==================== est_cfg_sequencer
$ cat src/rtl/est_cfg_sequencer.sv
// est_cfg_sequencer: loads a weight into the estimator, then tracks its output
// for lock, full-scale saturation and loss of samples (timeout).
module est_cfg_sequencer #(
    parameter logic [3:0] W_DEFAULT = 4'h8,
    parameter int         HOLD_CYC  = 3,
    parameter int         SETTLE_N  = 4,
    parameter int         LOCK_TOL  = 2,
    parameter int         LOCK_CNT  = 4,
    parameter int         TIMEOUT   = 4095
) (
    input  logic              clk,
    input  logic              reset_L,
    input  logic              cfg_req,
    input  logic [3:0]        cfg_w,
    output logic              cfg_busy,
    output logic              cfg_done,
    output logic              l_r,
    output logic [3:0]        W_ext,
    input  logic              est_data_ready,
    input  logic signed [7:0] est_y,
    output logic signed [7:0] y_hold,
    output logic              locked,
    output logic              sat,
    output logic              timeout
);
    localparam int HW = $clog2(HOLD_CYC);
    localparam int SW = $clog2(SETTLE_N + 1);
    localparam int LW = $clog2(LOCK_CNT + 1);
    typedef enum logic [1:0] {IDLE, LOAD, SETTLE, TRACK} state_t;
    state_t            state;
    logic [HW-1:0]     hold_cnt;
    logic [SW-1:0]     settle_cnt;
    logic [LW-1:0]     stable_cnt;
    logic [LW-1:0]     stable_nxt;
    logic [11:0]       idle_cnt;
    logic              first;
    logic signed [8:0] diff;
    logic [8:0]        mag;
    logic              accept_cfg;
    logic              active;
    always_comb begin
        diff       = {est_y[7], est_y} - {y_hold[7], y_hold};
        mag        = diff[8] ? $unsigned(-diff) : $unsigned(diff);
        stable_nxt = first ? '0 :
                     (mag <= 9'(LOCK_TOL)) ? ((stable_cnt == LW'(LOCK_CNT)) ? stable_cnt : stable_cnt + 1'b1) :
                     '0;
        accept_cfg = cfg_req && (state == IDLE || state == TRACK);
        active     = state == SETTLE || state == TRACK;
    end
    always_ff @(posedge clk or negedge reset_L) begin
        if (!reset_L) begin
            state      <= IDLE;
            W_ext      <= W_DEFAULT;
            l_r        <= 1'b0;
            cfg_busy   <= 1'b0;
            cfg_done   <= 1'b0;
            y_hold     <= '0;
            locked     <= 1'b0;
            sat        <= 1'b0;
            timeout    <= 1'b0;
            hold_cnt   <= '0;
            settle_cnt <= '0;
            stable_cnt <= '0;
            idle_cnt   <= '0;
            first      <= 1'b0;
        end else begin
            cfg_done <= 1'b0;
            if (accept_cfg) begin
                state    <= LOAD;
                W_ext    <= cfg_w;
                l_r      <= 1'b1;
                cfg_busy <= 1'b1;
                timeout  <= 1'b0;
                locked   <= 1'b0;
                hold_cnt <= '0;
            end else if (state == LOAD) begin
                if (hold_cnt == HW'(HOLD_CYC - 1)) begin
                    state      <= SETTLE;
                    l_r        <= 1'b0;
                    cfg_done   <= 1'b1;
                    settle_cnt <= '0;
                    idle_cnt   <= '0;
                end else begin
                    hold_cnt <= hold_cnt + 1'b1;
                end
            end else if (active) begin
                if (est_data_ready)
                    idle_cnt <= '0;
                else if (idle_cnt != 12'(TIMEOUT))
                    idle_cnt <= idle_cnt + 1'b1;
                // the estimator went silent: flag it but keep the current state
                if (!est_data_ready && idle_cnt == 12'(TIMEOUT - 1)) begin
                    timeout    <= 1'b1;
                    locked     <= 1'b0;
                    stable_cnt <= '0;
                end
                if (state == SETTLE && est_data_ready) begin
                    settle_cnt <= settle_cnt + 1'b1;
                    if (settle_cnt == SW'(SETTLE_N - 1)) begin
                        state    <= TRACK;
                        cfg_busy <= 1'b0;
                        first    <= 1'b1;
                    end
                end
                if (state == TRACK && est_data_ready) begin
                    y_hold     <= est_y;
                    sat        <= est_y == 8'sd127 || est_y == -8'sd128;
                    first      <= 1'b0;
                    stable_cnt <= stable_nxt;
                    locked     <= stable_nxt == LW'(LOCK_CNT);
                end
            end
        end
    end
endmodule
$ cat config.mk
export PLATFORM = sky130hd
export DESIGN_NAME = est_cfg_sequencer
export DESIGN_NICKNAME = d
export VERILOG_FILES = /design/src/rtl/est_cfg_sequencer.sv
export SDC_FILE = /design/constraint.sdc
export NUM_CORES = 1
export LEC_CHECK = 0
export ABC_AREA = 0
export CAP_MARGIN = 20
export CORE_MARGIN = 1
export CORE_UTILIZATION = 56
export CTS_CLUSTER_SIZE = 8
export DETAILED_ROUTE_END_ITERATION = 7
export PLACE_DENSITY_LB_ADDON = 0.12
export SLEW_MARGIN = 20
export SYNTH_ARGS = -nofsm -noshare
export SYNTH_HDL_FRONTEND = slang
export SYNTH_SLANG_ARGS = --single-unit
$ cat constraint.sdc
create_clock -name clk -period 3.39 [get_ports clk]
set_clock_uncertainty 0.1 [all_clocks]
set_input_delay 1.017 -clock clk [delete_from_list [all_inputs] [get_ports clk]]
set_output_delay 1.017 -clock clk [all_outputs]
set_load 0.1 [all_outputs]
==================== imem_loader
## src/rtl/imem_loader_pkg.sv

```systemverilog
// imem_loader_pkg: shared states and stream framing constants for the imem loader
package imem_loader_pkg;

    typedef enum logic [2:0] {
        S_HDR0,
        S_HDR1,
        S_DATA,
        S_CHK,
        S_DONE,
        S_ERR
    } state_e;

    localparam int unsigned HDR_BYTES      = 2;
    localparam int unsigned BYTES_PER_WORD = 4;

    function automatic int unsigned stream_bytes(input int unsigned n_words);
        return HDR_BYTES + BYTES_PER_WORD * n_words + 1;
    endfunction

endpackage

```

## src/rtl/loader_word_asm.sv

```systemverilog
// loader_word_asm: little-endian byte-to-word assembler with running XOR checksum
module loader_word_asm
    import imem_loader_pkg::*;
(
    input  logic        clk,
    input  logic        rst,
    input  logic        clr_i,
    input  logic        byte_valid_i,
    input  logic [7:0]  byte_i,
    output logic [31:0] word_o,
    output logic        word_valid_o,
    output logic [7:0]  csum_o
);

    localparam logic [1:0] LAST_LANE = 2'(BYTES_PER_WORD - 1);

    logic [1:0]  lane_q, lane_d;
    logic [23:0] buf_q, buf_d;
    logic [7:0]  csum_q, csum_d;

    // The word completes with the incoming byte, so the top lane is taken straight from the input
    assign word_o       = {byte_i, buf_q};
    assign word_valid_o = byte_valid_i && (lane_q == LAST_LANE);
    assign csum_o       = csum_q;

    // Shift bytes down from the top so the first byte ends in the least significant lane
    always_comb begin
        lane_d = lane_q;
        buf_d  = buf_q;
        csum_d = csum_q;
        if (clr_i) begin
            lane_d = '0;
            buf_d  = '0;
            csum_d = '0;
        end else if (byte_valid_i) begin
            lane_d = lane_q + 2'd1;
            buf_d  = {byte_i, buf_q[23:8]};
            csum_d = csum_q ^ byte_i;
        end
    end

    // Lane counter, partial word and checksum registers
    always_ff @(posedge clk or negedge rst) begin
        if (!rst) begin
            lane_q <= '0;
            buf_q  <= '0;
            csum_q <= '0;
        end else begin
            lane_q <= lane_d;
            buf_q  <= buf_d;
            csum_q <= csum_d;
        end
    end

endmodule

```

## src/rtl/imem_loader.sv

```systemverilog
// imem_loader: boot-time byte-stream loader that fills imem and holds the core until the image verifies
module imem_loader
    import imem_loader_pkg::*;
#(
    parameter int ADDR_W = 8,
    parameter int CNT_W  = 16
) (
    input  logic              clk,
    input  logic              rst,
    input  logic              in_valid,
    input  logic [7:0]        in_data,
    output logic              in_ready,
    input  logic              reload,
    output logic              imem_we,
    output logic [ADDR_W-1:0] imem_addr,
    output logic [31:0]       imem_wdata,
    output logic              cpu_hold,
    output logic              done,
    output logic              err
);

    localparam int DEPTH = 2 ** ADDR_W;

    state_e            state_q, state_d;
    logic [CNT_W-1:0]  cnt_q, cnt_d;
    logic [CNT_W-1:0]  widx_q, widx_d;
    logic              rdy_q, rdy_d;
    logic              we_q, we_d;
    logic [ADDR_W-1:0] addr_q, addr_d;
    logic [31:0]       wdata_q, wdata_d;

    logic              acc;
    logic              byte_v;
    logic              clr;
    logic              word_v;
    logic [31:0]       word;
    logic [7:0]        csum;
    logic [CNT_W-1:0]  n_hdr;

    assign acc    = in_valid && rdy_q;
    assign byte_v = acc && (state_q == S_DATA);
    assign clr    = reload && (state_q == S_DONE || state_q == S_ERR);
    assign n_hdr  = CNT_W'({in_data, cnt_q[7:0]});

    loader_word_asm u_asm (
        .clk          (clk),
        .rst          (rst),
        .clr_i        (clr),
        .byte_valid_i (byte_v),
        .byte_i       (in_data),
        .word_o       (word),
        .word_valid_o (word_v),
        .csum_o       (csum)
    );

    // Header decode, word write sequencing, checksum verdict and reload handling
    always_comb begin
        state_d = state_q;
        cnt_d   = cnt_q;
        widx_d  = widx_q;
        we_d    = 1'b0;
        addr_d  = addr_q;
        wdata_d = wdata_q;
        case (state_q)
            S_HDR0: if (acc) begin
                cnt_d   = CNT_W'(in_data);
                state_d = S_HDR1;
            end
            S_HDR1: if (acc) begin
                cnt_d   = n_hdr;
                state_d = (32'(n_hdr) > 32'(DEPTH)) ? S_ERR : (n_hdr == '0) ? S_CHK : S_DATA;
            end
            S_DATA: if (word_v) begin
                we_d    = 1'b1;
                addr_d  = widx_q[ADDR_W-1:0];
                wdata_d = word;
                widx_d  = widx_q + CNT_W'(1);
                state_d = (widx_q == cnt_q - CNT_W'(1)) ? S_CHK : S_DATA;
            end
            S_CHK: if (acc) state_d = (in_data == csum) ? S_DONE : S_ERR;
            default: if (clr) begin
                state_d = S_HDR0;
                cnt_d   = '0;
                widx_d  = '0;
            end
        endcase
        rdy_d = state_d inside {S_HDR0, S_HDR1, S_DATA, S_CHK};
    end

    // State, counters and registered imem write port
    always_ff @(posedge clk or negedge rst) begin
        if (!rst) begin
            state_q <= S_HDR0;
            cnt_q   <= '0;
            widx_q  <= '0;
            rdy_q   <= 1'b0;
            we_q    <= 1'b0;
            addr_q  <= '0;
            wdata_q <= '0;
        end else begin
            state_q <= state_d;
            cnt_q   <= cnt_d;
            widx_q  <= widx_d;
            rdy_q   <= rdy_d;
            we_q    <= we_d;
            addr_q  <= addr_d;
            wdata_q <= wdata_d;
        end
    end

    assign in_ready   = rdy_q;
    assign imem_we    = we_q;
    assign imem_addr  = addr_q;
    assign imem_wdata = wdata_q;
    assign done       = (state_q == S_DONE);
    assign err        = (state_q == S_ERR);
    assign cpu_hold   = (state_q != S_DONE);

endmodule
```

## config.mk

```make
export PLATFORM = sky130hd
export DESIGN_NAME = imem_loader
export DESIGN_NICKNAME = d
export VERILOG_FILES = /design/src/rtl/imem_loader_pkg.sv /design/src/rtl/loader_word_asm.sv /design/src/rtl/imem_loader.sv
export SDC_FILE = /design/constraint.sdc
export NUM_CORES = 1
export LEC_CHECK = 0
export CORE_AREA = 2 2 165 134
export DETAILED_ROUTE_END_ITERATION = 8
export DIE_AREA = 0 0 167 136
export MAX_ROUTING_LAYER = met4
export PLACE_DENSITY = 0.42
export REMOVE_ABC_BUFFERS = 1
export SLEW_MARGIN = 30
export SYNTH_ARGS = -nofsm -noshare
export SYNTH_HDL_FRONTEND = slang
export SYNTH_SLANG_ARGS = --single-unit
```

## constraint.sdc

```tcl
create_clock -name clk -period 4.3 [get_ports clk]
set_clock_uncertainty 0.2 [all_clocks]
set_input_delay 0.645 -clock clk [delete_from_list [all_inputs] [get_ports clk]]
set_output_delay 0.645 -clock clk [all_outputs]
set_load 0.03 [all_outputs]
```

==> est_cfg_sequencer/layer_met2.png <==
The bar under the picture is 20 um long. Cells faint in the background.
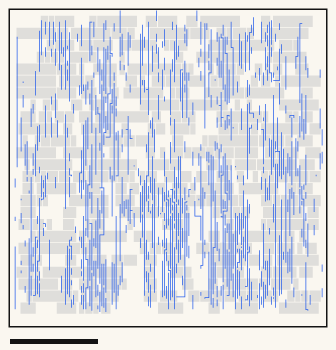
share of all routed wire = 48%
longest straight run = 34.0 um
nets with wire on the layer = 365

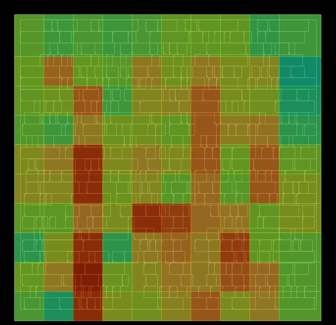
(est_cfg_sequencer/congestion.png)
DR WL/cell: 13.4 um
GR Util met1: 0.329
GR Util met3: 0.0444
global routing's busiest layer: met2
Final Core Density: 0.754

==> notes.md, est_cfg_sequencer <==
yosys + openroad results -> Seq. pwr 744 uW, most numerous logic cells after layout buf_4, nand2_1, dfrtp_1, nor2_1, o21ai_0, Worst Path Buf+Inv 1, heaviest power group combinational cells, CP startpoint kind input port, final-layout fill cell count 369, Synth flops 41, Setup crit end locked, die height 72.0 um, R2R Path End locked, Comb/total area 0.474, htree depth 2, DPL Wire Length 4.75 mm, Power Combinational 2.67 mW, Slew @ Worst Pin 543 ps, FF+latch area 1030 um2, Post-DP Area 3390 um2, Synth cell types 57, pin count of the biggest net entering global routing 22, total I/O pin count 34, relative slew slack 0.638, setup_tns 0 ps, final net count 428, core area 4720 um2, total power 3.73 mW, die area 5180 um2, Top cell excl fill/tap buf_4, Pre-Repair DR Iteration Count 4, antenna cells 0, status finished clean, Layout Cells excl Fill 459, placed cells 450
-- est_cfg_sequencer: layer usage --
layer,GRT usage,share of wire,vias up
li1,-,-,1262
met1,0.329,0.47,1194
met2,0.437,0.48,59
met3,0.0444,0.036,4
met4,0.0654,0.0080,0
met5,0,0,-
-- est_cfg_sequencer: cell families after synthesis --
group,share of synthesized area
buffers and inverters,0.0406
flip-flops,0.375
multiplexers,0.0155
adder cells (fa/ha/maj),0.0986
AND-OR/OR-AND,0.187
XOR/XNOR,0.0447
AND/OR/NAND/NOR,0.238
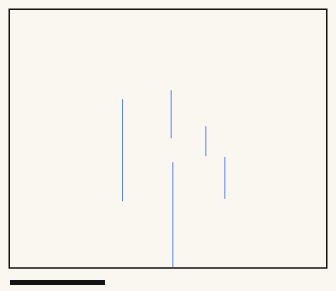
(imem_loader/layer_met4.png)
The bar under the picture is 50 um long.
wire length on this layer = 171 um
nets with wire on the layer = 3
final WL: 13.0 mm
Via Count: 4073

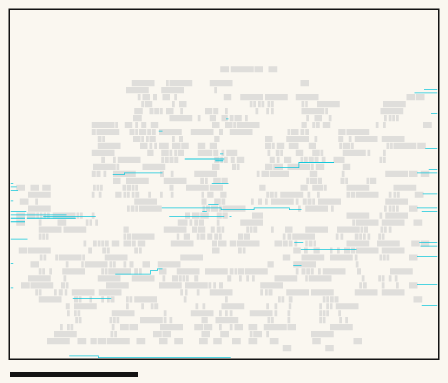
(imem_loader/layer_met3.png)
The bar under the picture is 50 um long. Cells faint in the background.
nets with wire on the layer = 38
wire length on this layer = 455 um
main direction = horizontal
share of all routed wire = 3.5%
longest straight run = 51.5 um
GR Util met3: 0.0268

==> notes.md, imem_loader <==
yosys + openroad results -> R2R Path End state_q[0], Net Switching 1.03 mW, die height 136 um, Clock power frac 0.288, Seq pwr share 0.430, status finished clean, CTS Hold Bufs 0, DIE WIDTH 167 um, Synth async-reset ratio 1.00, core area 21200 um2, Simple-Gate Area Share 0.279, FF+latch area 2780 um2, routed vias/inst 4.41, Cells after Synth 606, P_clk 830 uW, setup_tns 0 ps, Seq. pwr 1.24 mW, Post-synth EDFFs 0, Floorplan Utilization 0.245, CP Data Required Time 4320 ps, Worst path slowest cell a2111oi_0, Synth cell types 42, Seq cells 111, GRT overflow 0, Post-synth top cells nand2_1, dfrtp_1, nor2_1, sequential cell area share 0.439, clk latency of the worst-skew pair 370 ps, Tap Cells 275, initial DRC count 239, non-clk buf share 0.102, Min-Delay Path Class input port to async pin, Layout Cells excl Fill 923, CP startpoint kind input port, Worst Setup SP in_valid, final instance area 6330 um2, inverters 9, first-pass GRT wire length 21.4 mm, Worst setup EP type flip-flop, Tmin final 2930 ps, Root Buffer clkbuf_16, Comb gate area 2240 um2, Largest register FFs 32, port bufs 56, relative slew slack 0.465, CTS resizes 0, Final Core Density 0.299, post-route ant nets 0
==> imem_loader: how the worst max path moves through the flow <==
| stage | cells past startpoint | to | slack [ps] |
|---|---|---|---|
| finish | 8 | widx_q[12] | 1370 |
| global route | 8 | widx_q[14] | 1090 |
| CTS | 8 | widx_q[12] | 1390 |
| detailed placement | 8 | widx_q[14] | 1000 |
| global placement | 7 | widx_q[15] | 1080 |
| floorplan | 6 | widx_q[4] | 530 |
==> imem_loader: worst max-delay path, delay by kind of cell <==
kind                   cells  cell delay [ps]
XOR/XNOR                   1              160
buffers and inverters      2              840
AND/OR/NAND/NOR            4              610
AND-OR/OR-AND              1              670


## Gallery

The metal 1 layer.
picture 1
The bar under the picture is 20 um long. Cells faint in the background.
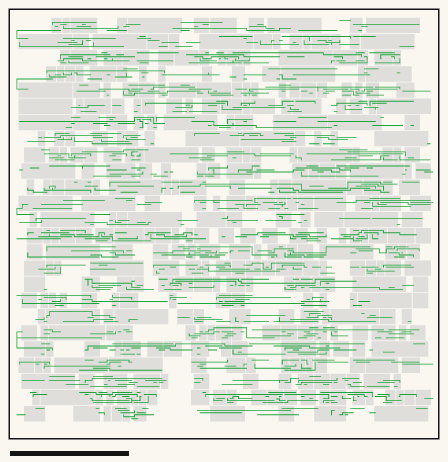
picture 2
The bar under the picture is 50 um long. Cells faint in the background.
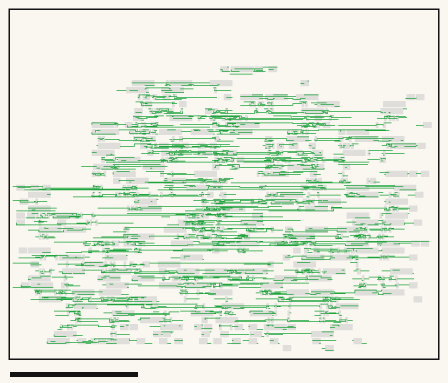
picture 2 -> imem_loader
picture 1 -> est_cfg_sequencer
- largest die: picture 2

Key to picture 1:
nets with wire on the layer = 380
share of all routed wire = 47%
main direction = horizontal

Power figures rest on the tool's default switching activity, not on a simulated workload.
